==================== block 1
**Block 1: metal 1**

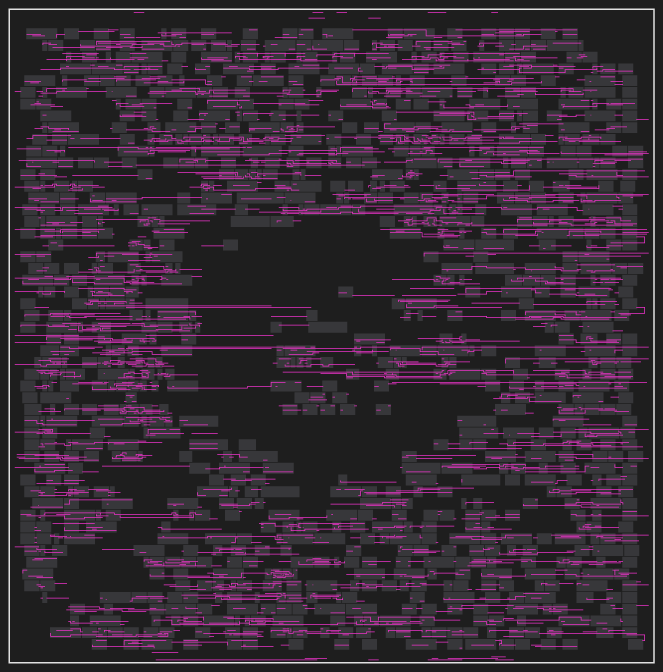

File: src/rtl/pipe_pkg.sv
// Shared definitions for the MIPS pipeline stage registers: exception codes,
// PC defaults and the bubble-kind decode used by every stage boundary.
package pipe_pkg;

  localparam int          EXC_W_DFLT      = 5;
  localparam logic [31:0] RESET_PC_DFLT   = 32'h0000_0000;
  localparam logic [31:0] HANDLER_PC_DFLT = 32'h0000_4180;

  // CP0 Cause.ExcCode values; INT shares code 0 with "no exception"
  localparam logic [EXC_W_DFLT-1:0] EXC_NONE = 5'd0;
  localparam logic [EXC_W_DFLT-1:0] EXC_INT  = 5'd0;
  localparam logic [EXC_W_DFLT-1:0] EXC_ADEL = 5'd4;
  localparam logic [EXC_W_DFLT-1:0] EXC_ADES = 5'd5;
  localparam logic [EXC_W_DFLT-1:0] EXC_RI   = 5'd10;
  localparam logic [EXC_W_DFLT-1:0] EXC_OV   = 5'd12;

  typedef enum logic [1:0] {
    BUB_NONE,
    BUB_REQ,
    BUB_FLUSH,
    BUB_STALL
  } bubble_e;

endpackage

File: src/rtl/pipe_stage_reg_if.sv
// Stage-boundary bus: upstream stage drives the master side, the stage
// register sits on the slave side.
interface pipe_stage_reg_if #(
  parameter int DATA_W = 96,
  parameter int EXC_W  = 5,
  parameter int CNT_W  = 8
);
  logic              en, req, flush, stall, bd_in;
  logic [31:0]       flush_pc, pc_in, instr_in;
  logic [DATA_W-1:0] data_in;
  logic [EXC_W-1:0]  exc_in, exc_local;

  logic [31:0]       pc_out, instr_out;
  logic [DATA_W-1:0] data_out;
  logic [EXC_W-1:0]  exc_out;
  logic              bd_out, valid_out;
  logic [CNT_W-1:0]  stall_cnt;

  modport master (
    output en, req, flush, flush_pc, stall, pc_in, instr_in, data_in,
           exc_in, exc_local, bd_in,
    input  pc_out, instr_out, data_out, exc_out, bd_out, valid_out, stall_cnt
  );

  modport slave (
    input  en, req, flush, flush_pc, stall, pc_in, instr_in, data_in,
           exc_in, exc_local, bd_in,
    output pc_out, instr_out, data_out, exc_out, bd_out, valid_out, stall_cnt
  );
endinterface

File: src/rtl/pipe_stage_reg_sat_counter.sv
// Saturating up-counter with synchronous clear; clear beats increment.
module sat_counter #(
  parameter int CNT_W = 8
) (
  input  logic             clk,
  input  logic             reset,
  input  logic             inc,
  input  logic             clr,
  output logic [CNT_W-1:0] cnt
);
  always_ff @(posedge clk) begin
    if (reset || clr)           cnt <= '0;
    else if (inc && cnt != '1)  cnt <= cnt + 1'b1;
  end
endmodule

File: src/rtl/pipe_stage_reg.sv
// Inter-stage pipeline register: capture, exception/redirect flush, stall
// bubble and hold, with exception merge and a consecutive-stall counter.
module pipe_stage_reg
  import pipe_pkg::*;
#(
  parameter int          DATA_W     = 96,
  parameter int          EXC_W      = EXC_W_DFLT,
  parameter logic [31:0] RESET_PC   = RESET_PC_DFLT,
  parameter logic [31:0] HANDLER_PC = HANDLER_PC_DFLT,
  parameter int          CNT_W      = 8
) (
  input logic             clk,
  input logic             reset,
  pipe_stage_reg_if.slave bus
);
  bubble_e kind;

  always_comb begin
    kind = BUB_NONE;
    if      (bus.req)   kind = BUB_REQ;
    else if (bus.flush) kind = BUB_FLUSH;
    else if (bus.stall) kind = BUB_STALL;
  end

  always_ff @(posedge clk) begin
    if (reset) begin
      bus.pc_out    <= RESET_PC;
      bus.instr_out <= '0;
      bus.data_out  <= '0;
      bus.exc_out   <= '0;
      bus.bd_out    <= 1'b0;
      bus.valid_out <= 1'b0;
    end else begin
      case (kind)
        BUB_REQ, BUB_FLUSH: begin
          bus.pc_out    <= (kind == BUB_REQ) ? HANDLER_PC : bus.flush_pc;
          bus.instr_out <= '0;
          bus.data_out  <= '0;
          bus.exc_out   <= '0;
          bus.bd_out    <= 1'b0;
          bus.valid_out <= 1'b0;
        end
        BUB_STALL: begin
          // bubble keeps PC/BD so an interrupt taken on it reports the right EPC
          bus.pc_out    <= bus.pc_in;
          bus.bd_out    <= bus.bd_in;
          bus.instr_out <= '0;
          bus.data_out  <= '0;
          bus.exc_out   <= '0;
          bus.valid_out <= 1'b0;
        end
        default: begin
          if (bus.en) begin
            bus.pc_out    <= bus.pc_in;
            bus.instr_out <= bus.instr_in;
            bus.data_out  <= bus.data_in;
            bus.exc_out   <= (bus.exc_in != '0) ? bus.exc_in : bus.exc_local;
            bus.bd_out    <= bus.bd_in;
            bus.valid_out <= 1'b1;
          end
        end
      endcase
    end
  end

  logic cnt_inc, cnt_clr;
  assign cnt_inc = (kind == BUB_STALL);
  assign cnt_clr = (kind == BUB_REQ) || (kind == BUB_FLUSH) ||
                   ((kind == BUB_NONE) && bus.en);

  sat_counter #(.CNT_W(CNT_W)) u_stall_cnt (
    .clk   (clk),
    .reset (reset),
    .inc   (cnt_inc),
    .clr   (cnt_clr),
    .cnt   (bus.stall_cnt)
  );
endmodule
File: src/flat_wrapper.sv
// flat-port wrapper written by rule: the top's interface ports become plain ports
module pipe_stage_reg_flat import pipe_pkg::*;
#(
  parameter int          DATA_W     = 96,
  parameter int          EXC_W      = EXC_W_DFLT,
  parameter logic [31:0] RESET_PC   = RESET_PC_DFLT,
  parameter logic [31:0] HANDLER_PC = HANDLER_PC_DFLT,
  parameter int          CNT_W      = 8
)
  (clk, reset, bus_en, bus_req, bus_flush, bus_flush_pc, bus_stall, bus_pc_in, bus_instr_in, bus_data_in, bus_exc_in, bus_exc_local, bus_bd_in, bus_pc_out, bus_instr_out, bus_data_out, bus_exc_out, bus_bd_out, bus_valid_out, bus_stall_cnt);
  pipe_stage_reg_if #(.DATA_W(DATA_W), .EXC_W(EXC_W), .CNT_W(CNT_W)) bus_i ();
  input logic clk;
  input logic reset;
  input wire logic [$bits(bus_i.en)-1:0] bus_en;
  input wire logic [$bits(bus_i.req)-1:0] bus_req;
  input wire logic [$bits(bus_i.flush)-1:0] bus_flush;
  input wire logic [$bits(bus_i.flush_pc)-1:0] bus_flush_pc;
  input wire logic [$bits(bus_i.stall)-1:0] bus_stall;
  input wire logic [$bits(bus_i.pc_in)-1:0] bus_pc_in;
  input wire logic [$bits(bus_i.instr_in)-1:0] bus_instr_in;
  input wire logic [$bits(bus_i.data_in)-1:0] bus_data_in;
  input wire logic [$bits(bus_i.exc_in)-1:0] bus_exc_in;
  input wire logic [$bits(bus_i.exc_local)-1:0] bus_exc_local;
  input wire logic [$bits(bus_i.bd_in)-1:0] bus_bd_in;
  output wire logic [$bits(bus_i.pc_out)-1:0] bus_pc_out;
  output wire logic [$bits(bus_i.instr_out)-1:0] bus_instr_out;
  output wire logic [$bits(bus_i.data_out)-1:0] bus_data_out;
  output wire logic [$bits(bus_i.exc_out)-1:0] bus_exc_out;
  output wire logic [$bits(bus_i.bd_out)-1:0] bus_bd_out;
  output wire logic [$bits(bus_i.valid_out)-1:0] bus_valid_out;
  output wire logic [$bits(bus_i.stall_cnt)-1:0] bus_stall_cnt;
  assign bus_i.en = bus_en;
  assign bus_i.req = bus_req;
  assign bus_i.flush = bus_flush;
  assign bus_i.flush_pc = bus_flush_pc;
  assign bus_i.stall = bus_stall;
  assign bus_i.pc_in = bus_pc_in;
  assign bus_i.instr_in = bus_instr_in;
  assign bus_i.data_in = bus_data_in;
  assign bus_i.exc_in = bus_exc_in;
  assign bus_i.exc_local = bus_exc_local;
  assign bus_i.bd_in = bus_bd_in;
  assign bus_pc_out = bus_i.pc_out;
  assign bus_instr_out = bus_i.instr_out;
  assign bus_data_out = bus_i.data_out;
  assign bus_exc_out = bus_i.exc_out;
  assign bus_bd_out = bus_i.bd_out;
  assign bus_valid_out = bus_i.valid_out;
  assign bus_stall_cnt = bus_i.stall_cnt;
  pipe_stage_reg #(.DATA_W(DATA_W), .EXC_W(EXC_W), .RESET_PC(RESET_PC), .HANDLER_PC(HANDLER_PC), .CNT_W(CNT_W)) u_core (.clk(clk), .reset(reset), .bus(bus_i));
endmodule
File: config.mk
export PLATFORM = sky130hd
export DESIGN_NAME = pipe_stage_reg_flat
export DESIGN_NICKNAME = d
export VERILOG_FILES = /design/src/rtl/pipe_pkg.sv /design/src/rtl/pipe_stage_reg_if.sv /design/src/rtl/pipe_stage_reg_sat_counter.sv /design/src/rtl/pipe_stage_reg.sv /design/src/flat_wrapper.sv
export SDC_FILE = /design/constraint.sdc
export NUM_CORES = 1
export LEC_CHECK = 0
export CORE_AREA = 2 2 147 149
export CTS_CLUSTER_SIZE = 25
export DETAILED_ROUTE_END_ITERATION = 6
export DIE_AREA = 0 0 149 151
export PLACE_DENSITY = 0.7
export SLEW_MARGIN = 10
export SYNTH_ARGS = -nofsm -noshare
export SYNTH_HDL_FRONTEND = slang
export SYNTH_SLANG_ARGS = --single-unit
File: constraint.sdc
create_clock -name clk -period 6.2 [get_ports clk]
set_clock_uncertainty 0.15 [all_clocks]
set_input_delay 1.55 -clock clk [delete_from_list [all_inputs] [get_ports clk]]
set_output_delay 1.55 -clock clk [all_outputs]
set_load 0.02 [all_outputs]
==================== block 2
[config.mk]
export PLATFORM = sky130hd
export DESIGN_NAME = seq_shift_hist
export DESIGN_NICKNAME = d
export VERILOG_FILES = /design/src/rtl/seq_shift_hist.sv
export SDC_FILE = /design/constraint.sdc
export NUM_CORES = 1
export LEC_CHECK = 0
export ABC_AREA = 0
export CORE_AREA = 2 2 39 41
export DETAILED_ROUTE_END_ITERATION = 7
export DIE_AREA = 0 0 41 43
export PLACE_DENSITY = 0.49
export SYNTH_ARGS = -nofsm -noshare
export SYNTH_HDL_FRONTEND = slang
export SYNTH_SLANG_ARGS = --single-unit
[constraint.sdc]
create_clock -name clk -period 1.3 [get_ports clk]
set_input_delay 0.195 -clock clk [delete_from_list [all_inputs] [get_ports clk]]
set_output_delay 0.195 -clock clk [all_outputs]
set_load 0.05 [all_outputs]
[src/rtl/seq_shift_hist.sv]
// History shift register and fill counter for the serial pattern checker.
// Only the PATTERN_W-1 most recent bits are stored; the window output
// appends the bit currently on the input so a match can be decided in
// the same cycle the completing bit arrives.
module seq_shift_hist #(
    parameter  int PATTERN_W = 4,
    localparam int FILL_W    = $clog2(PATTERN_W + 1)
) (
    input  logic                 clk,
    input  logic                 rst,
    input  logic                 shift_en,
    input  logic                 bit_in,
    output logic [PATTERN_W-1:0] window,
    output logic [FILL_W-1:0]    fill
);

    logic [PATTERN_W-2:0] hist_q;

    assign window = {hist_q, bit_in};

    // Shift in each valid sample; fill counts samples up to one full pattern.
    always_ff @(posedge clk) begin
        if (rst) begin
            hist_q <= '0;
            fill   <= '0;
        end else if (shift_en) begin
            hist_q <= window[PATTERN_W-2:0];
            if (fill != FILL_W'(PATTERN_W))
                fill <= fill + 1'b1;
        end
    end

endmodule

==================== block 3
==> src/rtl/hilo_muldiv.sv <==
`default_nettype none
// ============================================================================
// Module   : hilo_muldiv
// Purpose  : Iterative 32x32 multiply / restoring divide with HI/LO registers.
// Revision : 1.0  initial release
// ============================================================================
module hilo_muldiv #(
    parameter int ITER = 32
) (
    input  logic        clk,
    input  logic        rst,
    input  logic        start,
    input  logic [2:0]  op,
    input  logic [31:0] rs,
    input  logic [31:0] rt,
    output logic [31:0] hi,
    output logic [31:0] lo,
    output logic        busy,
    output logic        done
);

    typedef enum logic [0:0] {
        S_IDLE = 1'b0,
        S_RUN  = 1'b1
    } state_t;

    localparam logic [5:0] c_LAST = 6'(ITER - 1);

    state_t      r_state;
    logic [5:0]  r_cnt;
    logic        r_is_div;
    logic        r_neg_q;
    logic        r_neg_r;
    logic        r_div_zero;
    logic [31:0] r_a_orig;
    logic [31:0] r_mcand;
    logic [31:0] r_divisor;
    logic [63:0] r_prod;
    logic [31:0] r_rem;
    logic [31:0] r_quot;

    logic        w_rs_neg;
    logic        w_rt_neg;
    logic [31:0] w_rs_mag;
    logic [31:0] w_rt_mag;
    logic [32:0] w_mul_sum;
    logic [63:0] w_prod_next;
    logic [32:0] w_shift;
    logic [32:0] w_diff;
    logic        w_fits;
    logic [31:0] w_rem_next;
    logic [31:0] w_quot_next;
    logic [63:0] w_prod_fix;
    logic [31:0] w_quot_fix;
    logic [31:0] w_rem_fix;

    always_comb begin
        // op[0] selects the unsigned variant, so only signed ops see a sign bit
        w_rs_neg = ~op[0] & rs[31];
        w_rt_neg = ~op[0] & rt[31];
        w_rs_mag = w_rs_neg ? (~rs + 32'd1) : rs;
        w_rt_mag = w_rt_neg ? (~rt + 32'd1) : rt;

        // Shift-add: the multiplier sits in the low half and drains out LSB first
        w_mul_sum   = {1'b0, r_prod[63:32]} + (r_prod[0] ? {1'b0, r_mcand} : 33'd0);
        w_prod_next = {w_mul_sum, r_prod[31:1]};

        // Restoring step; the remainder is always below the divisor so bit 32 of
        // the difference is a clean borrow flag
        w_shift     = {r_rem, r_quot[31]};
        w_diff      = w_shift - {1'b0, r_divisor};
        w_fits      = ~w_diff[32];
        w_rem_next  = w_fits ? w_diff[31:0] : w_shift[31:0];
        w_quot_next = {r_quot[30:0], w_fits};

        w_prod_fix = r_neg_q ? (~w_prod_next + 64'd1) : w_prod_next;
        w_quot_fix = r_neg_q ? (~w_quot_next + 32'd1) : w_quot_next;
        w_rem_fix  = r_neg_r ? (~w_rem_next + 32'd1) : w_rem_next;
    end

    always_ff @(posedge clk or posedge rst) begin
        if (rst) begin
            r_state    <= S_IDLE;
            r_cnt      <= 6'd0;
            r_is_div   <= 1'b0;
            r_neg_q    <= 1'b0;
            r_neg_r    <= 1'b0;
            r_div_zero <= 1'b0;
            r_a_orig   <= 32'd0;
            r_mcand    <= 32'd0;
            r_divisor  <= 32'd0;
            r_prod     <= 64'd0;
            r_rem      <= 32'd0;
            r_quot     <= 32'd0;
            hi         <= 32'd0;
            lo         <= 32'd0;
            done       <= 1'b0;
        end else begin
            done <= 1'b0;
            case (r_state)
                S_IDLE: begin
                    if (start) begin
                        case (op)
                            3'b000, 3'b001, 3'b010, 3'b011: begin
                                r_is_div   <= op[1];
                                r_neg_q    <= w_rs_neg ^ w_rt_neg;
                                r_neg_r    <= w_rs_neg;
                                r_div_zero <= (rt == 32'd0);
                                r_a_orig   <= rs;
                                r_mcand    <= w_rs_mag;
                                r_divisor  <= w_rt_mag;
                                r_prod     <= {32'd0, w_rt_mag};
                                r_rem      <= 32'd0;
                                r_quot     <= w_rs_mag;
                                r_cnt      <= 6'd0;
                                r_state    <= S_RUN;
                            end
                            3'b100:  hi <= rs;
                            3'b101:  lo <= rs;
                            default: ;
                        endcase
                    end
                end
                S_RUN: begin
                    if (r_is_div) begin
                        r_rem  <= w_rem_next;
                        r_quot <= w_quot_next;
                    end else begin
                        r_prod <= w_prod_next;
                    end
                    r_cnt <= r_cnt + 6'd1;
                    if (r_cnt == c_LAST) begin
                        r_state <= S_IDLE;
                        r_cnt   <= 6'd0;
                        done    <= 1'b1;
                        if (r_is_div) begin
                            // Divide by zero returns the untouched dividend in HI
                            if (r_div_zero) begin
                                hi <= r_a_orig;
                                lo <= 32'hFFFF_FFFF;
                            end else begin
                                hi <= w_rem_fix;
                                lo <= w_quot_fix;
                            end
                        end else begin
                            hi <= w_prod_fix[63:32];
                            lo <= w_prod_fix[31:0];
                        end
                    end
                end
                default: r_state <= S_IDLE;
            endcase
        end
    end

    assign busy = (r_state == S_RUN);

endmodule
`default_nettype wire

==> config.mk <==
export PLATFORM = sky130hd
export DESIGN_NAME = hilo_muldiv
export DESIGN_NICKNAME = d
export VERILOG_FILES = /design/src/rtl/hilo_muldiv.sv
export SDC_FILE = /design/constraint.sdc
export NUM_CORES = 1
export LEC_CHECK = 0
export CORE_MARGIN = 5
export CORE_UTILIZATION = 61
export CTS_CLUSTER_DIAMETER = 150
export CTS_CLUSTER_SIZE = 10
export DETAILED_ROUTE_END_ITERATION = 6
export PLACE_DENSITY = 0.79
export SLEW_MARGIN = 20
export SYNTH_ARGS = -nofsm -noshare
export SYNTH_HDL_FRONTEND = slang
export SYNTH_SLANG_ARGS = --single-unit
==> constraint.sdc <==
create_clock -name clk -period 12.5 [get_ports clk]
set_clock_uncertainty 0.15 [all_clocks]
set_input_delay 2.5 -clock clk [delete_from_list [all_inputs] [get_ports clk]]
set_output_delay 2.5 -clock clk [all_outputs]
set_load 0.01 [all_outputs]
==================== block 4
===== config.mk =====
export PLATFORM = sky130hd
export DESIGN_NAME = bin_bcd_seq
export DESIGN_NICKNAME = d
export VERILOG_FILES = /design/src/rtl/bin_bcd_seq.sv
export SDC_FILE = /design/constraint.sdc
export NUM_CORES = 1
export LEC_CHECK = 0
export CAP_MARGIN = 0
export CELL_PAD_IN_SITES_DETAIL_PLACEMENT = 1
export CELL_PAD_IN_SITES_GLOBAL_PLACEMENT = 1
export CORE_UTILIZATION = 42
export DETAILED_ROUTE_END_ITERATION = 6
export GPL_ROUTABILITY_DRIVEN = 1
export PLACE_DENSITY_LB_ADDON = 0.1
export SETUP_SLACK_MARGIN = 0.05
export SYNTH_ARGS = -nofsm -noshare
export SYNTH_HDL_FRONTEND = slang
export SYNTH_SLANG_ARGS = --single-unit

===== constraint.sdc =====
create_clock -name clk -period 1.7 [get_ports clk]
set_input_delay 0.255 -clock clk [delete_from_list [all_inputs] [get_ports clk]]
set_output_delay 0.255 -clock clk [all_outputs]
set_load 0.02 [all_outputs]

===== src/rtl/bin_bcd_seq.sv =====
// Sequential shift-and-add-3 binary-to-BCD converter feeding the display mux.
// Optional saturation at 9999 with overflow flag: define BIN_BCD_SATURA_EN.
module bin_bcd_seq #(
    parameter int ANCHO = 14
) (
    input  logic             clk,
    input  logic             rst_n,
    input  logic             start,
    input  logic [ANCHO-1:0] bin,
    output logic             busy,
    output logic             done,
    output logic             sobre,
    output logic [3:0][3:0]  digitos
);

    // Handshake: start is honoured only in IDLE, bin is captured on that same edge;
    // done pulses for one cycle with digitos new and valid; busy = state != IDLE.
    typedef enum logic [1:0] {
        IDLE  = 2'd0,
        SHIFT = 2'd1,
        FIN   = 2'd2
    } estado_t;

    estado_t          state;
    estado_t          state_next;
    logic [ANCHO-1:0] sr;
    logic [3:0][3:0]  acc;
    logic [3:0][3:0]  acc_adj;
    logic [15:0]      acc_shl;
    logic [3:0]       cnt;

    always_ff @(posedge clk or negedge rst_n) begin
        if (!rst_n) begin
            state <= IDLE;
        end else begin
            state <= state_next;
        end
    end

    always_comb begin
        state_next = state;
        case (state)
            IDLE:    if (start) state_next = SHIFT;
            SHIFT:   if (cnt == 4'(ANCHO - 1)) state_next = FIN;
            FIN:     state_next = IDLE;
            default: state_next = IDLE;
        endcase
    end

    assign busy = (state != IDLE);

    // Add-3 correction precedes the shift; anything carried past digit 3 is dropped.
    always_comb begin
        acc_adj = acc;
        for (int i = 0; i < 4; i++) begin
            if (acc[i] >= 4'd5) acc_adj[i] = acc[i] + 4'd3;
        end
        acc_shl = (16'(acc_adj) << 1) | {15'd0, sr[ANCHO-1]};
    end

`ifdef BIN_BCD_SATURA_EN
    logic ovf;
`endif

    always_ff @(posedge clk or negedge rst_n) begin
        if (!rst_n) begin
            sr      <= '0;
            acc     <= '0;
            cnt     <= '0;
            digitos <= '0;
            done    <= 1'b0;
        end else begin
            done <= 1'b0;
            case (state)
                IDLE: begin
                    if (start) begin
                        sr  <= bin;
                        acc <= '0;
                        cnt <= '0;
                    end
                end
                SHIFT: begin
                    acc <= acc_shl;
                    sr  <= sr << 1;
                    cnt <= cnt + 4'd1;
                end
                FIN: begin
`ifdef BIN_BCD_SATURA_EN
                    digitos <= ovf ? 16'h9999 : acc;
`else
                    digitos <= acc;
`endif
                    done <= 1'b1;
                end
                default: ;
            endcase
        end
    end

`ifdef BIN_BCD_SATURA_EN
    // Overflow is judged on the raw input at acceptance and carried to FIN.
    always_ff @(posedge clk or negedge rst_n) begin
        if (!rst_n) begin
            ovf   <= 1'b0;
            sobre <= 1'b0;
        end else begin
            if (state == IDLE && start) ovf <= (14'(bin) > 14'd9999);
            if (state == FIN) sobre <= ovf;
        end
    end
`else
    assign sobre = 1'b0;
`endif

endmodule


**Block 1: M2 wires**

The bar under the picture is 50 um long.
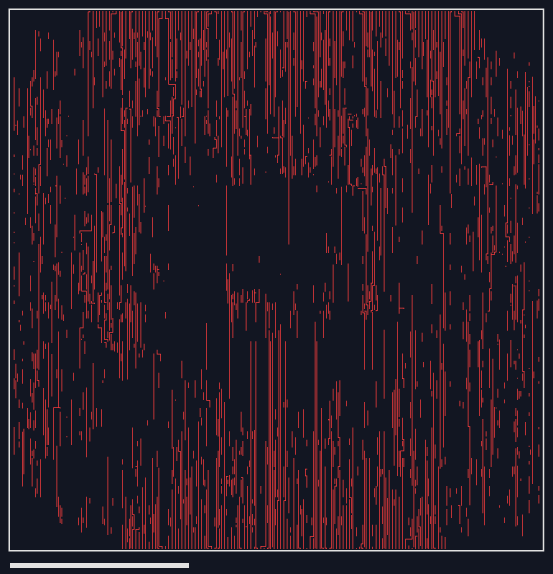
longest straight run: 64.9 um
wire length on this layer: 11000 um
nets with wire on the layer: 1044
routed vias: 6022
final WL: 22500 um
Global Route met2 Usage: 32.2%

About 'metal 1' of block 1:
longest straight run: 58.9 um
nets with wire on the layer: 1075
wire length on this layer: 9490 um

==> results.ini, block 1 <==
[outcome]
status = finished clean

[setup_path]
cpLargestDelayFamily = simple AND/OR/NAND/NOR gates
endpoint = u_core.bus.pc_out[23]$_SDFFE_PP0P_
crit_path_end_kind = register
reg2reg_depth = 3
cp_max_fo = 28
path_cells = clkdlybuf4s50_1, nor2_1, or2_2, ha_1, nor2b_2, a221oi_1, nor3_1
cp_slowest_cell = nor2b_2
cp.arrival_ns = 4.46
crit_buf_inv = 1

[place]
hpwl_um = 16600
place_inst = 1268
pre_cts_ws_ns = 1.43
numPortBuffers = 383

[final_timing]
tightest_slew_ns = 1.29
max_slew_margin_pct = 13.4
final.setup.worst_slack_ns = 1.92
finalCritPeriodShare_pct = 69.0
setup_tns_ns = 0
hold_viol = 0

[detailed_routing]
drc = 0
drt_iter0_markers = 242
post_drt_via_cell_ratio = 4.63

[power_and_ir_drop]
pwr-share-clk_pct = 38.3
powerComb_mw = 0.513
power_mw = 2.77
pg_clk_mw = 1.06
p_leak_nw = 4.41
powerSeq_mw = 1.20

[clock_tree]
cts_buffers = 17
hold_buffers = 0
cts_setup_buffers = 0
cts_root_buf = clkbuf_16

[grt]
grt_overflow = 0
grt-busiest-layer = met2
grt_usage_pct = 19.2

[synth]
numSynthFlops = 175
synth.area.top_cells = dfxtp_1 51%, mux2i_1 19%, nor2_1 5.9%, nor2_2 4.6%, a221oi_1 3.6%
synth.net_count = 870
synth-area-yosys_mm2 = 0.00685
ff_type = dfxtp_1
synth.distinct_cells = 39
ys_cells = 656
yosysMostFrequentCell = dfxtp_1

[layout]
area.growth.synth_to_final_pct = 66.2
flop_area_mm2 = 0.00350
comb.multi_input.count = 422
mostFrequentLayoutCell = clkdlybuf4s50_1
fillCellCount = 1902
clock_buffers = 20
layout-drive-gt1-share_pct = 10.3

[floorplanning]
num_io_pins = 384
num_rows = 53
die_h_um = 151
die_w_um = 149

[hold_path]
worstHoldStart = u_core.bus.pc_out[14]$_SDFFE_PP0P_
min_delay_path_depth = 2

[flow_run]
drv_cap = 0

-- block 1: worst register-to-register path, delay by kind of cell (launching register included) --
| family | cells | cell delay [ns] |
|---|---|---|
| AND/OR/NAND/NOR | 1 | 0.54 |
| flip-flops | 1 | 0.38 |
| adder cells (fa/ha/maj) | 1 | 0.31 |
| AND-OR/OR-AND | 1 | 0.21 |
-- block 1: cell families after synthesis --
| logic type | synth area share (%) |
|---|---|
| compound gates | 7.22 |
| fa+ha+maj | 0.914 |
| buf+inv | 4.75 |
| flops | 51.2 |
| mux | 19.3 |
| simple gates | 16.6 |
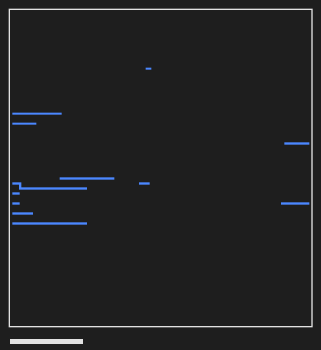
**Above:** block 2 (the metal 3 layer).
The bar under the picture is 10 um long.
wire length on this layer: 49.0 um
nets with wire on the layer: 10
share of all routed wire: 7.6%
main direction: horizontal
longest straight run: 9.90 um
routed vias: 249
met3 usage: 4.19%

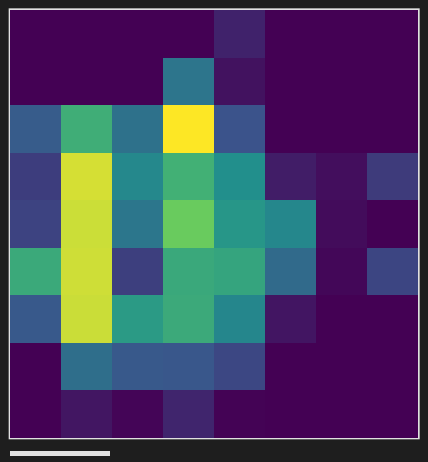
**Above:** block 2 (routed metal per tile).
The bar under the picture is 10 um long. 8 x 9 tiles, from dark purple (low) to yellow (high), scaled to the fullest tile. Values are wire area over tile area, all layers added.
fullest tile: 0.26
nearly empty tiles: 42%
emptiest ninth of the die: north-east
WL per Instance: 11.0 um
final WL: 640 um
GRT Util Overall: 10.6%

==> results.ini, block 2 <==
[final_timing]
finalSetupViolCount = 0
max_slew_margin_pct = 83.6
fin_crit_ns = 1.20
finalCritPeriodShare_pct = 92.4

[outcome]
status = finished clean

[flow_run]
drv_cap = 0

[power_and_ir_drop]
p_sw_share_pct = 29.0

[layout]
area.growth.synth_to_final_pct = 75.7
comb_area_um2 = 155
fillCellCount = 146
top_regs = fill: 3 flops, hist_q: 3 flops

[place]
numPortBuffers = 10
gp_congestion = 0.642

[setup_path]
crit_path_end_kind = register
critPathRequiredTime_ns = 1.43
cp_max_fo = 5
slowest_delay_ns = 0.37

[hold_path]
worstHoldPathType = reg2reg

[floorplanning]
die_w_um = 41
initCoreUtil_pct = 21.6

[grt]
grt-busiest-layer = met2
first_global_vias = 282

[synth]
synth-area-yosys_um2 = 299

## block 2: per-stage QoR
step / total power [mW] / cell area [um2] / instances / worst slack (ns)
after floorplan: 0.293 / 309 / 28 / 0.0193
after global placement: 0.364 / 503 / 55 / 0.0261
after detailed placement: 0.368 / 503 / 55 / 0.00124
after CTS: 0.546 / 526 / 58 / 0.0860
after global routing: 0.568 / 526 / 58 / 0.0592
final: 0.536 / 526 / 58 / 0.0987
## block 2: metal layers
layer	wire length, um	part of all wire, %
met2	351	55
met1	215	34
met5	0	0
met4	24	3.8
met3	48	7.5
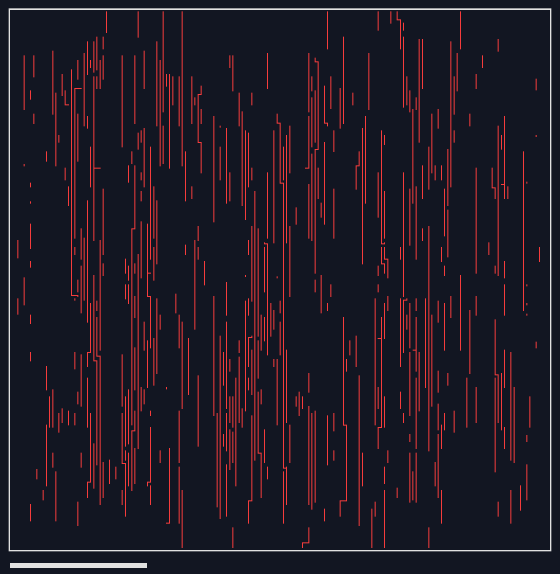
**Above:** block 4 (M2 wires).
The bar under the picture is 20 um long.
main direction: vertical
nets with wire on the layer: 259
share of all routed wire: 51%
longest straight run: 41.5 um

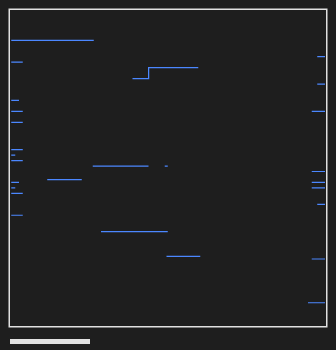
**Above:** block 4 (the metal 3 layer).
The bar under the picture is 20 um long.
share of all routed wire: 2.5%
main direction: horizontal
longest straight run: 20.2 um

==> results.ini, block 4 <==
[layout]
final_area_mm2 = 0.00304
sh_comb_area_pct = 32.9
top_regs = acc: 16 flops, digitos: 16 flops, sr: 14 flops
n_all_buffers = 44
mostFrequentLayoutCell = dfrtp_1
inverters = 11
layout-drive-gt1-share_pct = 8.06

[floorplanning]
initCoreUtil_pct = 44.2
num_io_pins = 36

[place]
hpwl_um = 3520
numPortBuffers = 34
place_inst = 336
gp_congestion = 0.767
pre_cts_ws_ns = 0.204

[synth]
synth-area-yosys_mm2 = 0.00246
synth.net_count = 263
largest_area_cell = dfrtp_1
mux_area_share_pct = 4.06
ys.warnings.count = 0
postSynthSeqShare_pct = 53.8

[setup_path]
crit_type = reg2out
cp_slowest_cell = dfrtp_1
worstSetupStartpointType = register
cp.arrival_ns = 1.33
reg2reg_to = acc[1]$_DFFE_PN0P_
reg2reg_depth = 6
crit_path_end_kind = output port
cpLargestDelayFamily = flip-flops

[power_and_ir_drop]
p_per_area_mw_per_mm2 = 1790
p_int_mw = 3.37
p_comb_share_pct = 43.4
power_frac_seq_pct = 39.9
vdd_drop_max_uv = 843
pwr-share-clk_pct = 16.7

[final_timing]
hold_ws_ns = 0.465
rsz0062_at_grt = false
slew_viol_final = 0
final.setup.worst_slack_ns = 0.113
max_slew_margin_pct = 46.5

[clock_tree]
clockBufferDepth = 2
cts_root_buf = clkbuf_8
insertion_delay_ns = 0.31

[hold_path]
worstHoldPathType = in2async

[detailed_routing]
ant_nets = 0
drt_iter0_markers = 75

[outcome]
status = finished clean

block 4: power by group through the flow:
stage	logic, mW	clock network (mW)	registers (mW)
after floorplan	1.47	0	2.26
after global placement	2.33	0	2.17
after detailed placement	2.41	0	2.21
after CTS	2.41	0.939	2.19
after global routing	2.67	0.977	2.26
final	2.37	0.908	2.18
block 4: metal layers:
metal / up-vias / GRT usage (%)
met2: 29 / 34.3
li1: 884 / -
met5: - / 0
met3: 6 / 3.49
met4: 0 / 6.67
met1: 921 / 23.8
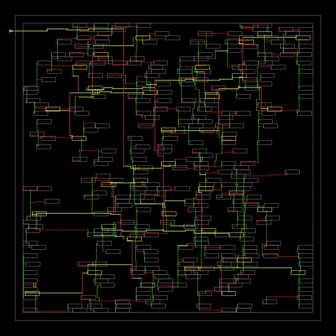
**Above:** block 3 (clock wiring as the flow saved it).
Latency at later pin: 0.56 ns
clock buffer count: 39
seq_cells: 299

==> results.ini, block 3 <==
[synth]
yosysMostFrequentCell = nand2_1
synth.distinct_cells = 92
largest_area_cell = dfrtp_1
async_flop_share_pct = 100
ff_type = dfrtp_1
ys_cells = 2606
ys.warnings.count = 0
mux_area_share_pct = 3.14
fa_ha_area_share_pct = 4.24
postSynthSeqShare_pct = 34.6
compound_area_share_pct = 26.4

[layout]
flop_area_mm2 = 0.00749
diodes = 1
fillCellCount = 2951
comb_area_mm2 = 0.0133
nNetsFinal = 2780
inverters = 68
comb.multi_input.count = 2070
area.growth.synth_to_final_pct = 11.5

[floorplanning]
die_h_um = 198
initCoreUtil_pct = 61.2

[power_and_ir_drop]
top_power_group = combinational cells
p_comb_share_pct = 64.8
p_leak_nw = 9.93
powerComb_mw = 5.24
pwr-share-clk_pct = 11.3
powerSeq_mw = 1.94
pg_clk_mw = 0.912

[clock_tree]
clockBufferDepth = 3
hold_buffers = 0
cts_resized = 0
cts_root_buf = clkbuf_16
htreeDepth = 2
cts_setup_buffers = 0
cts.sinks = 299
cts_tree = done

[grt]
grt_usage_pct = 38.6
grt_use_met2_pct = 58.9
grtUsageMet3_pct = 9.92
globalRouteMet1Util_pct = 52.7
antenna_found_initial = 2

[flow_run]
tool_warnings = 29
drv_cap = 0

[setup_path]
slowest_delay_ns = 0.61
worstSetupStartpointType = register
crit_buf_inv = 5
endpoint = hi[28]$_DFFE_PP0P_
r2r_setup_slack_ns = 5.63
critPathLaunch = r_quot[31]$_DFFE_PP0P_
crit_path_end_kind = register
reg2reg_to = hi[28]$_DFFE_PP0P_
reg2reg_depth = 22

[final_timing]
setup_tns_ns = 0
slew_viol_final = 0
fin_crit_ns = 6.87
finalSetupViolCount = 0

[hold_path]
min_delay_path_depth = 2
worstHoldStart = r_mcand[4]$_DFFE_PP0P_
worstHoldPathType = reg2reg

[place]
hpwl_um = 56700

[detailed_routing]
post_drt_via_cell_ratio = 6.91
wl_met1_um = 30800
met3_wirelength_um = 8710
firstDrtPassIters = 6

[outcome]
status = finished clean

==> block 3: stage by stage <==
stage	area, um2	setup slack, ns	util, %	cells	hold slack (ns)
finish	24100	5.63	68.3	3103	0.329
global route	24100	5.34	68.3	3102	0.343
CTS	24100	5.74	68.2	3101	0.327
detailed placement	23200	5.74	65.6	3061	0.313
global placement	23200	5.90	65.6	3060	0.301
floorplan	21600	1.59	-	2606	0.288
==> block 3: registers in the layout (all words and copies together), names as in the netlist, 6 cells and up <==
signal,flops
r_prod,64
r_quot,32
lo,32
r_rem,32
r_mcand,31
r_divisor,32
r_a_orig,32
r_cnt,6
hi,32

==> screenshots <==
Metal 1.
panel A
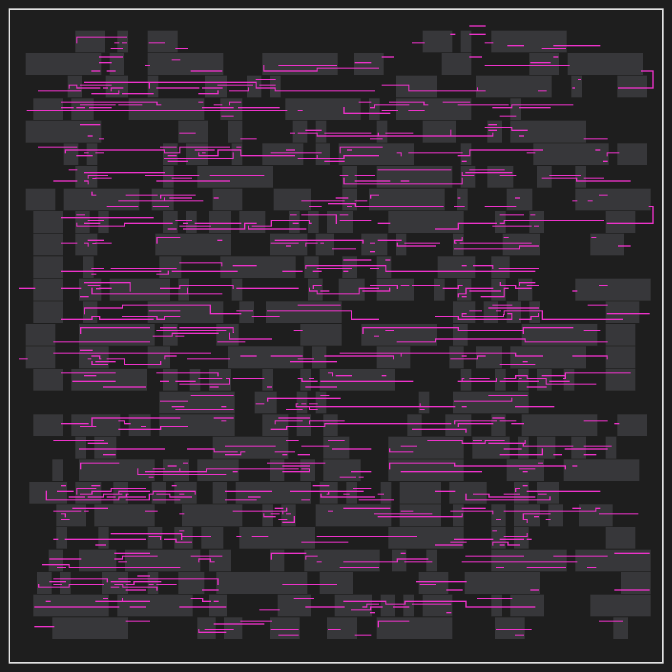
panel B
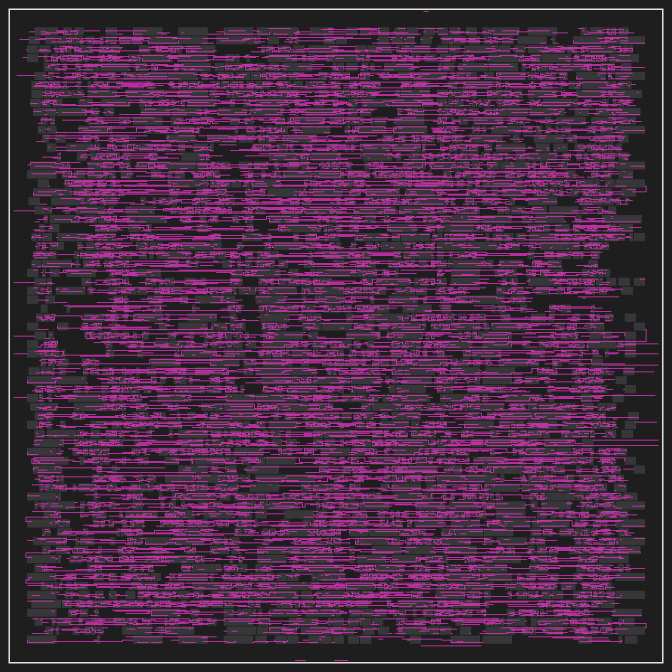
panel C
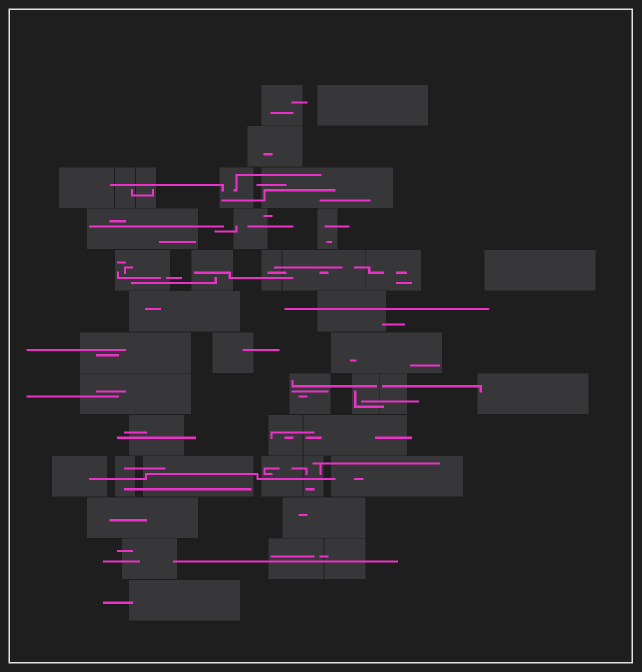
block 4: panel A
block 2: panel C
block 3: panel B


==================== block 5
## config.mk

```make
export PLATFORM = sky130hd
export DESIGN_NAME = xlr8_fdiv_seq
export DESIGN_NICKNAME = d
export VERILOG_FILES = /design/src/rtl/xlr8_float_pkg.sv /design/src/rtl/xlr8_fdiv_seq.sv
export SDC_FILE = /design/constraint.sdc
export NUM_CORES = 1
export LEC_CHECK = 0
export CORE_ASPECT_RATIO = 2
export CORE_UTILIZATION = 37
export CTS_CLUSTER_SIZE = 30
export DETAILED_ROUTE_END_ITERATION = 16
export PLACE_DENSITY = 0.88
export RECOVER_POWER = 50
export SETUP_SLACK_MARGIN = 0.15
export SLEW_MARGIN = 20
export SYNTH_ARGS = -nofsm -noshare
export SYNTH_HDL_FRONTEND = slang
export SYNTH_SLANG_ARGS = --single-unit
```

## constraint.sdc

```tcl
create_clock -name clk -period 1.93 [get_ports clk]
set_input_delay 0.193 -clock clk [delete_from_list [all_inputs] [get_ports clk]]
set_output_delay 0.193 -clock clk [all_outputs]
set_load 0.02 [all_outputs]
```

## src/rtl/xlr8_float_pkg.sv

```systemverilog
// xlr8_float_pkg
// Shared definitions for the floating-point blocks.
//   fdiv_seq_state_t : divide sequencer FSM encoding
//   FDIV_CYCLES      : iteration count of the restoring divide core
package xlr8_float_pkg;

    typedef enum logic [1:0] {
        FDS_IDLE  = 2'd0,
        FDS_START = 2'd1,
        FDS_RUN   = 2'd2,
        FDS_DONE  = 2'd3
    } fdiv_seq_state_t;

    // Clken cycles after start until the core quotient is final.
    localparam int FDIV_CYCLES = 28;

endpackage

```

## src/rtl/xlr8_fdiv_seq.sv

```systemverilog
// xlr8_fdiv_seq
// Operand sequencer and result capture around the FP divide core.
// The core has no valid output, so this block holds the operands stable,
// pulses start, counts the fixed core latency under clken and then
// captures the quotient into a result register.
//
// Ports:
//   clk, rst_n          clock, asynchronous active-low reset
//   clken               global enable; gates every advance except result handoff
//   abort               synchronous flush back to IDLE, drops a pending result
//   op_valid/op_ready   operand handshake (accept = valid & ready & clken)
//   op_numer/op_denom   operands
//   div_numer/div_denom registered operands to core, stable START..DONE
//   div_start           start pulse to core (asserted while in START)
//   div_q               core quotient (combinational)
//   res_valid/res_ready result handshake toward register-file writeback
//   res_q               captured quotient
//   busy                not IDLE, or waiting out an aborted core run
module xlr8_fdiv_seq
    import xlr8_float_pkg::*;
#(
    parameter int DATA_W     = 32,
    parameter int DIV_CYCLES = FDIV_CYCLES,
    parameter int CNT_W      = 5
) (
    input  logic              clk,
    input  logic              rst_n,
    input  logic              clken,
    input  logic              abort,
    input  logic              op_valid,
    output logic              op_ready,
    input  logic [DATA_W-1:0] op_numer,
    input  logic [DATA_W-1:0] op_denom,
    output logic [DATA_W-1:0] div_numer,
    output logic [DATA_W-1:0] div_denom,
    output logic              div_start,
    input  logic [DATA_W-1:0] div_q,
    output logic              res_valid,
    input  logic              res_ready,
    output logic [DATA_W-1:0] res_q,
    output logic              busy
);

    localparam logic [CNT_W-1:0] LP_CNT_LOAD = CNT_W'(DIV_CYCLES);

    fdiv_seq_state_t   r_state;
    logic [CNT_W-1:0]  r_cnt;
    logic [DATA_W-1:0] r_numer;
    logic [DATA_W-1:0] r_denom;
    logic [DATA_W-1:0] r_res_q;
    logic              w_cnt_zero;

    assign w_cnt_zero = (r_cnt == '0);

    always_ff @(posedge clk or negedge rst_n) begin
        if (!rst_n) begin
            r_state <= FDS_IDLE;
            r_cnt   <= '0;
            r_numer <= '0;
            r_denom <= '0;
            r_res_q <= '0;
        end else if (abort) begin
            r_state <= FDS_IDLE;
            // The core keeps iterating after an abort and cannot be restarted
            // until it drains, so reuse the counter as a lockout in IDLE.
            // From DONE the core has already finished; nothing to wait for.
            if (r_state == FDS_START || r_state == FDS_RUN)
                r_cnt <= LP_CNT_LOAD;
        end else begin
            case (r_state)
                FDS_IDLE: begin
                    if (clken) begin
                        if (!w_cnt_zero) begin
                            r_cnt <= r_cnt - 1'b1;
                        end else if (op_valid) begin
                            r_numer <= op_numer;
                            r_denom <= op_denom;
                            r_state <= FDS_START;
                        end
                    end
                end
                FDS_START: begin
                    if (clken) begin
                        r_cnt   <= LP_CNT_LOAD;
                        r_state <= FDS_RUN;
                    end
                end
                FDS_RUN: begin
                    if (clken) begin
                        if (!w_cnt_zero) begin
                            r_cnt <= r_cnt - 1'b1;
                        end else begin
                            r_res_q <= div_q;
                            r_state <= FDS_DONE;
                        end
                    end
                end
                FDS_DONE: begin
                    // Result handoff is deliberately not gated by clken.
                    if (res_ready)
                        r_state <= FDS_IDLE;
                end
                default: r_state <= FDS_IDLE;
            endcase
        end
    end

    assign op_ready  = (r_state == FDS_IDLE) && w_cnt_zero;
    assign div_start = (r_state == FDS_START);
    assign res_valid = (r_state == FDS_DONE);
    assign busy      = (r_state != FDS_IDLE) || !w_cnt_zero;
    assign div_numer = r_numer;
    assign div_denom = r_denom;
    assign res_q     = r_res_q;

endmodule

```

==================== block 6
**config.mk**
```make
export PLATFORM = sky130hd
export DESIGN_NAME = seq_det_monitor
export DESIGN_NICKNAME = d
export VERILOG_FILES = /design/src/rtl/seq_det_monitor.sv
export SDC_FILE = /design/constraint.sdc
export NUM_CORES = 1
export LEC_CHECK = 0
export ABC_AREA = 1
export CELL_PAD_IN_SITES_DETAIL_PLACEMENT = 1
export CELL_PAD_IN_SITES_GLOBAL_PLACEMENT = 2
export CORE_UTILIZATION = 34
export CTS_BUF_LIST = sky130_fd_sc_hd__clkbuf_8
export CTS_CLUSTER_SIZE = 20
export DETAILED_ROUTE_END_ITERATION = 10
export HOLD_SLACK_MARGIN = 0.06
export PLACE_DENSITY_LB_ADDON = 0.1
export SYNTH_ARGS = -nofsm -noshare
export SYNTH_HDL_FRONTEND = slang
export SYNTH_SLANG_ARGS = --single-unit
export TNS_END_PERCENT = 20
```
**constraint.sdc**
```tcl
create_clock -name clk -period 2 [get_ports clk]
set_clock_uncertainty 0.05 [all_clocks]
set_input_delay 0.4 -clock clk [delete_from_list [all_inputs] [get_ports clk]]
set_output_delay 0.4 -clock clk [all_outputs]
set_load 0.005 [all_outputs]
```
**src/rtl/seq_det_monitor.sv**
```systemverilog
// seq_det_monitor
// Watches the detected pulse of a sequence detector. Each accepted
// detection is counted, timestamped into a small first-word-fall-through
// FIFO, and the spacing between the two most recent detections is measured.
//
// Parameters:
//   TS_W   width of the free-running timestamp and stored timestamps
//   CNT_W  width of det_count, last_gap and the internal gap counter
//   DEPTH  number of FIFO entries (power of two, >= 2)
//
// Ports:
//   clk        rising-edge clock
//   rst        synchronous active-high reset, overrides every other input
//   det_in     detection pulse, one event per high cycle
//   enable     1 = events counted and logged, 0 = events ignored
//   clr        clears det_count, last_gap and overflow (FIFO untouched)
//   rd_en      pop request for the timestamp FIFO
//   ts_out     timestamp at the FIFO head, 0 when empty
//   ts_valid   FIFO not empty
//   fifo_full  FIFO holds DEPTH entries
//   overflow   sticky, an event was dropped because the FIFO was full
//   det_count  saturating count of accepted events
//   last_gap   saturating cycle distance between the two latest events
module seq_det_monitor #(
  parameter int TS_W  = 16,
  parameter int CNT_W = 8,
  parameter int DEPTH = 4
) (
  input  logic             clk,
  input  logic             rst,
  input  logic             det_in,
  input  logic             enable,
  input  logic             clr,
  input  logic             rd_en,
  output logic [TS_W-1:0]  ts_out,
  output logic             ts_valid,
  output logic             fifo_full,
  output logic             overflow,
  output logic [CNT_W-1:0] det_count,
  output logic [CNT_W-1:0] last_gap
);

  localparam int AW = $clog2(DEPTH);
  localparam logic [CNT_W-1:0] CNT_MAX = '1;
  localparam logic [AW:0] OCC_FULL = (AW+1)'(DEPTH);

  // The gap counter only runs once a first event has been seen since
  // reset or clr; before that, an event just arms it.
  typedef enum logic {GAP_IDLE, GAP_RUN} gap_state_t;

  gap_state_t       gap_state;
  logic [CNT_W-1:0] gap_cnt;
  logic [TS_W-1:0]  ts;
  logic [TS_W-1:0]  mem [DEPTH];
  logic [AW-1:0]    wr_ptr;
  logic [AW-1:0]    rd_ptr;
  logic [AW:0]      occ;

  logic accept;
  logic empty;
  logic full;
  logic pop;
  logic push;
  logic drop;

  assign accept = det_in & enable;
  assign empty  = (occ == '0);
  assign full   = (occ == OCC_FULL);
  assign pop    = rd_en & ~empty;
  // A pop in the same cycle frees the slot, so a full FIFO can still accept.
  assign push   = accept & (~full | pop);
  assign drop   = accept & full & ~pop;

  assign ts_valid  = ~empty;
  assign fifo_full = full;
  assign ts_out    = empty ? '0 : mem[rd_ptr];

  // Storage has no reset; the occupancy count alone decides what is valid.
  always_ff @(posedge clk) begin
    if (!rst && push) begin
      mem[wr_ptr] <= ts;
    end
  end

  // Free-running timestamp and FIFO pointers. Occupancy is tracked as a
  // separate count so full and empty are never ambiguous.
  always_ff @(posedge clk) begin
    if (rst) begin
      ts     <= '0;
      wr_ptr <= '0;
      rd_ptr <= '0;
      occ    <= '0;
    end else begin
      ts <= ts + TS_W'(1);
      if (push) begin
        wr_ptr <= wr_ptr + AW'(1);
      end
      if (pop) begin
        rd_ptr <= rd_ptr + AW'(1);
      end
      if (push && !pop) begin
        occ <= occ + (AW+1)'(1);
      end else if (pop && !push) begin
        occ <= occ - (AW+1)'(1);
      end
    end
  end

  // Statistics. clr wins over a same-cycle event here, although that event
  // still reaches the FIFO above. Overflow is not raised on a clr cycle.
  always_ff @(posedge clk) begin
    if (rst || clr) begin
      overflow  <= 1'b0;
      det_count <= '0;
      last_gap  <= '0;
      gap_cnt   <= '0;
      gap_state <= GAP_IDLE;
    end else begin
      if (drop) begin
        overflow <= 1'b1;
      end
      if (accept) begin
        if (det_count != CNT_MAX) begin
          det_count <= det_count + CNT_W'(1);
        end
        if (gap_state == GAP_RUN) begin
          last_gap <= (gap_cnt == CNT_MAX) ? CNT_MAX : gap_cnt + CNT_W'(1);
        end
        gap_cnt   <= '0;
        gap_state <= GAP_RUN;
      end else if (enable && gap_state == GAP_RUN && gap_cnt != CNT_MAX) begin
        gap_cnt <= gap_cnt + CNT_W'(1);
      end
    end
  end

endmodule

```

==> gallery <==
Clock wiring as the flow saved it.
Plate I
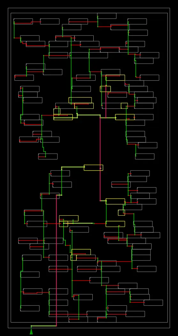
Plate II
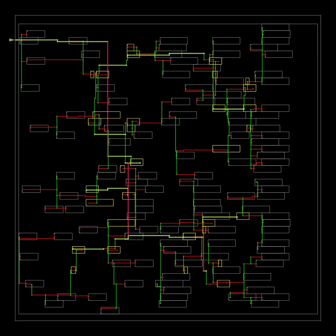
- block 5 = Plate I
- block 6 = Plate II
The one with the most clock buffers is Plate II.

**Block 6: the metal 3 layer**

The bar under the picture is 20 um long.
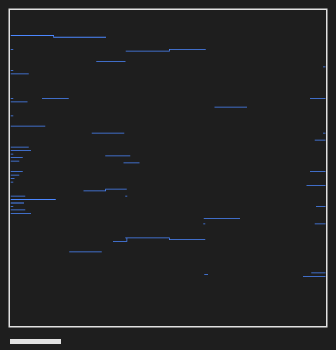
longest straight run: 20.2 um
share of all routed wire: 2.9%
nets with wire on the layer: 35
main direction: horizontal

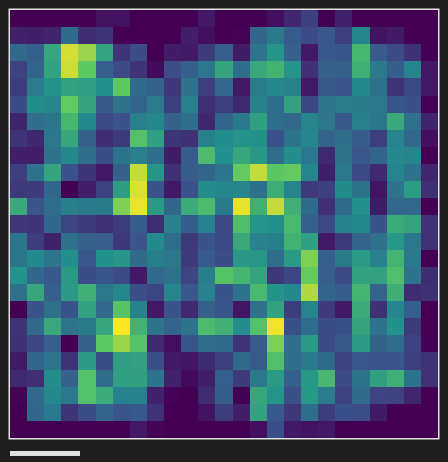
**Above:** block 6 (routed metal per tile).
The bar under the picture is 20 um long. 25 x 25 tiles, from dark purple (low) to yellow (high), scaled to the fullest tile. Values are wire area over tile area, all layers added.
tiles over half the peak: 21%
mean over tiles: 0.12
densest ninth of the die: centre
nearly empty tiles: 11%
routed vias: 3934
WL per Instance: 15.0 um
final WL: 12300 um
GRT Util Overall: 17.9%

==> results.ini, block 6 <==
[grt]
grt_pass1_wl_um = 20200
antenna_found_initial = 0
grt-busiest-layer = met2

[layout]
lay_top_cells = 109 x nor2_1, 76 x nand2_1, 64 x edfxtp_1
comb_area_mm2 = 0.00185
n_all_buffers = 78
final_util_pct = 45.7
largest_cell_class = registers
clk_share_pct = 6.33

[hold_path]
worstHoldStart = rd_ptr[1]$_SDFFE_PP0N_
min_delay_path_depth = 2

[setup_path]
r2r_setup_slack_ns = 0.09
cpMostUsedCell = buf_12
cp_slowest_cell = dfxtp_4
cp.arrival_ns = 1.64
cp_max_fo = 5
crit_buf_inv = 5
path_cells = buf_12, inv_8, buf_12, buf_12, o21ai_2, a21oi_1, buf_2

[clock_tree]
cts_buffers = 17
htreeDepth = 4

[final_timing]
finalSetupViolCount = 10
hold_ws_ns = 0.424
final.setup.worst_slack_ns = -0.0875

[place]
hpwl_um = 8170
place_inst = 778

[power_and_ir_drop]
power_frac_seq_pct = 39.8
powerSeq_mw = 2.66

[outcome]
status = finished with violations
violations = setup timing

[synth]
edf_count = 64
async_flop_share_pct = 0
yosysTopAreaCellShare_pct = 38.5
ff_type = edfxtp_1
common_cells = 117 x nor2_1, 78 x nand2_1, 64 x edfxtp_1, 51 x dfxtp_1, 43 x inv_1
ys_cells = 546

[flow_run]
drv_cap = 0

[floorplanning]
chip_area_mm2 = 0.0152

## block 6: what timing repair did
| action | 4_1_cts | 5_1_grt |
|---|---|---|
| gates resized | 96 | 31 |
| setup endpoints to repair | 18 | 20 |
| setup buffers | 6 | 2 |
| gates cloned | 3 | 0 |
| hold buffers | 0 | 0 |
| pin swaps | 18 | 11 |
## block 6: tightest hold or removal path, delay by kind of cell, from the launching register on
family	cells	cell delay (ns)
compound gates	1	0.06
buf+inv	1	0.05
flops	1	0.32
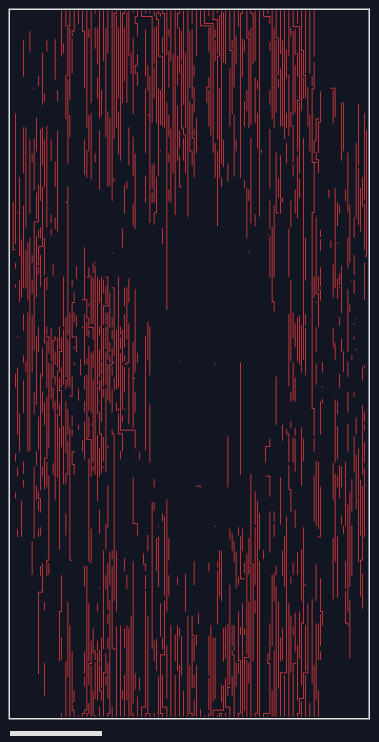
**Above:** block 5 (M2 wires).
The bar under the picture is 20 um long.
nets with wire on the layer: 576
main direction: vertical

==> results.ini, block 5 <==
[final_timing]
fmax_mhz = 522
fin_crit_ns = 1.92
finalCritPeriodShare_pct = 99.2

[clock_tree]
htreeDepth = 3
cts_root_buf = clkbuf_16

[detailed_routing]
drt_iter0_markers = 145
num_vias = 3175

[place]
placed_area_mm2 = 0.00668
place_inst = 600

[power_and_ir_drop]
p_comb_share_pct = 19.4
p_int_mw = 4.00
power_mw = 5.36

[hold_path]
min_to = div_numer[31]$_DFFE_PN0P_

[synth]
ys.warnings.count = 0
syn_avg_cell_area_um2 = 16.8
numSynthFlops = 103
ys_sh_xor_pct = 0
ff_type = dfrtp_1

[layout]
fillCellCount = 804
flop_area_mm2 = 0.00258
area.growth.synth_to_final_pct = 72.0
seq_share_pct = 34.7

[outcome]
status = finished clean

[floorplanning]
num_io_pins = 202

[setup_path]
path_cells = inv_2, ha_4, nor4b_4, buf_4, and3_4, buf_12, mux2_4
cpLargestDelayFamily = simple AND/OR/NAND/NOR gates
reg2reg_depth = 7

[grt]
first_global_vias = 3657

## block 5: what timing repair did
item,4_1_cts,5_1_grt
setup endpoints to repair,107,104
buffers inserted,16,7
resized,33,15
cloned,4,1
pin swaps,11,8
hold buffers,1,0
hold endpoints to repair,42,0
## block 5: cell usage after synthesis, drive strengths merged (2+ instances only)
cell    instances  area, um2
nand2           3       13.8
a21oi           4       20.0
o22a            2       17.5
a222oi          2       20.0
o31ai           2       15.0
mux2           96       1310
dfrtp         103       2580
buf             9       90.1
ha              5       62.6
o21ai           4       20.0
inv             9       33.8
nor2            3       11.3


==> notes/layouts.md <==
Pictures saved along the way, in no particular order.

The metal 3 layer.
image #1
The bar under the picture is 50 um long.
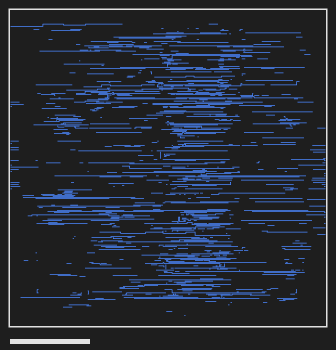
image #2
The bar under the picture is 20 um long.
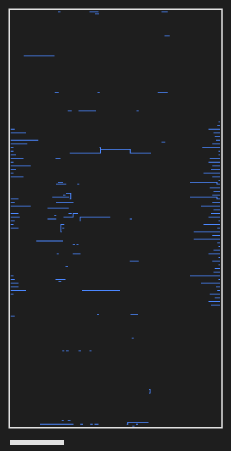
image #3
The bar under the picture is 50 um long.
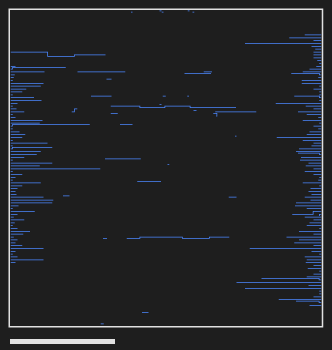
block 3 -> image #1
block 5 -> image #2
block 1 -> image #3
Of these, smallest die: image #2
Of these, largest die: image #1

Key to image #1:
main direction: horizontal
wire length on this layer: 8710 um
longest straight run: 78.2 um

Power and IR drop assume default switching activity.
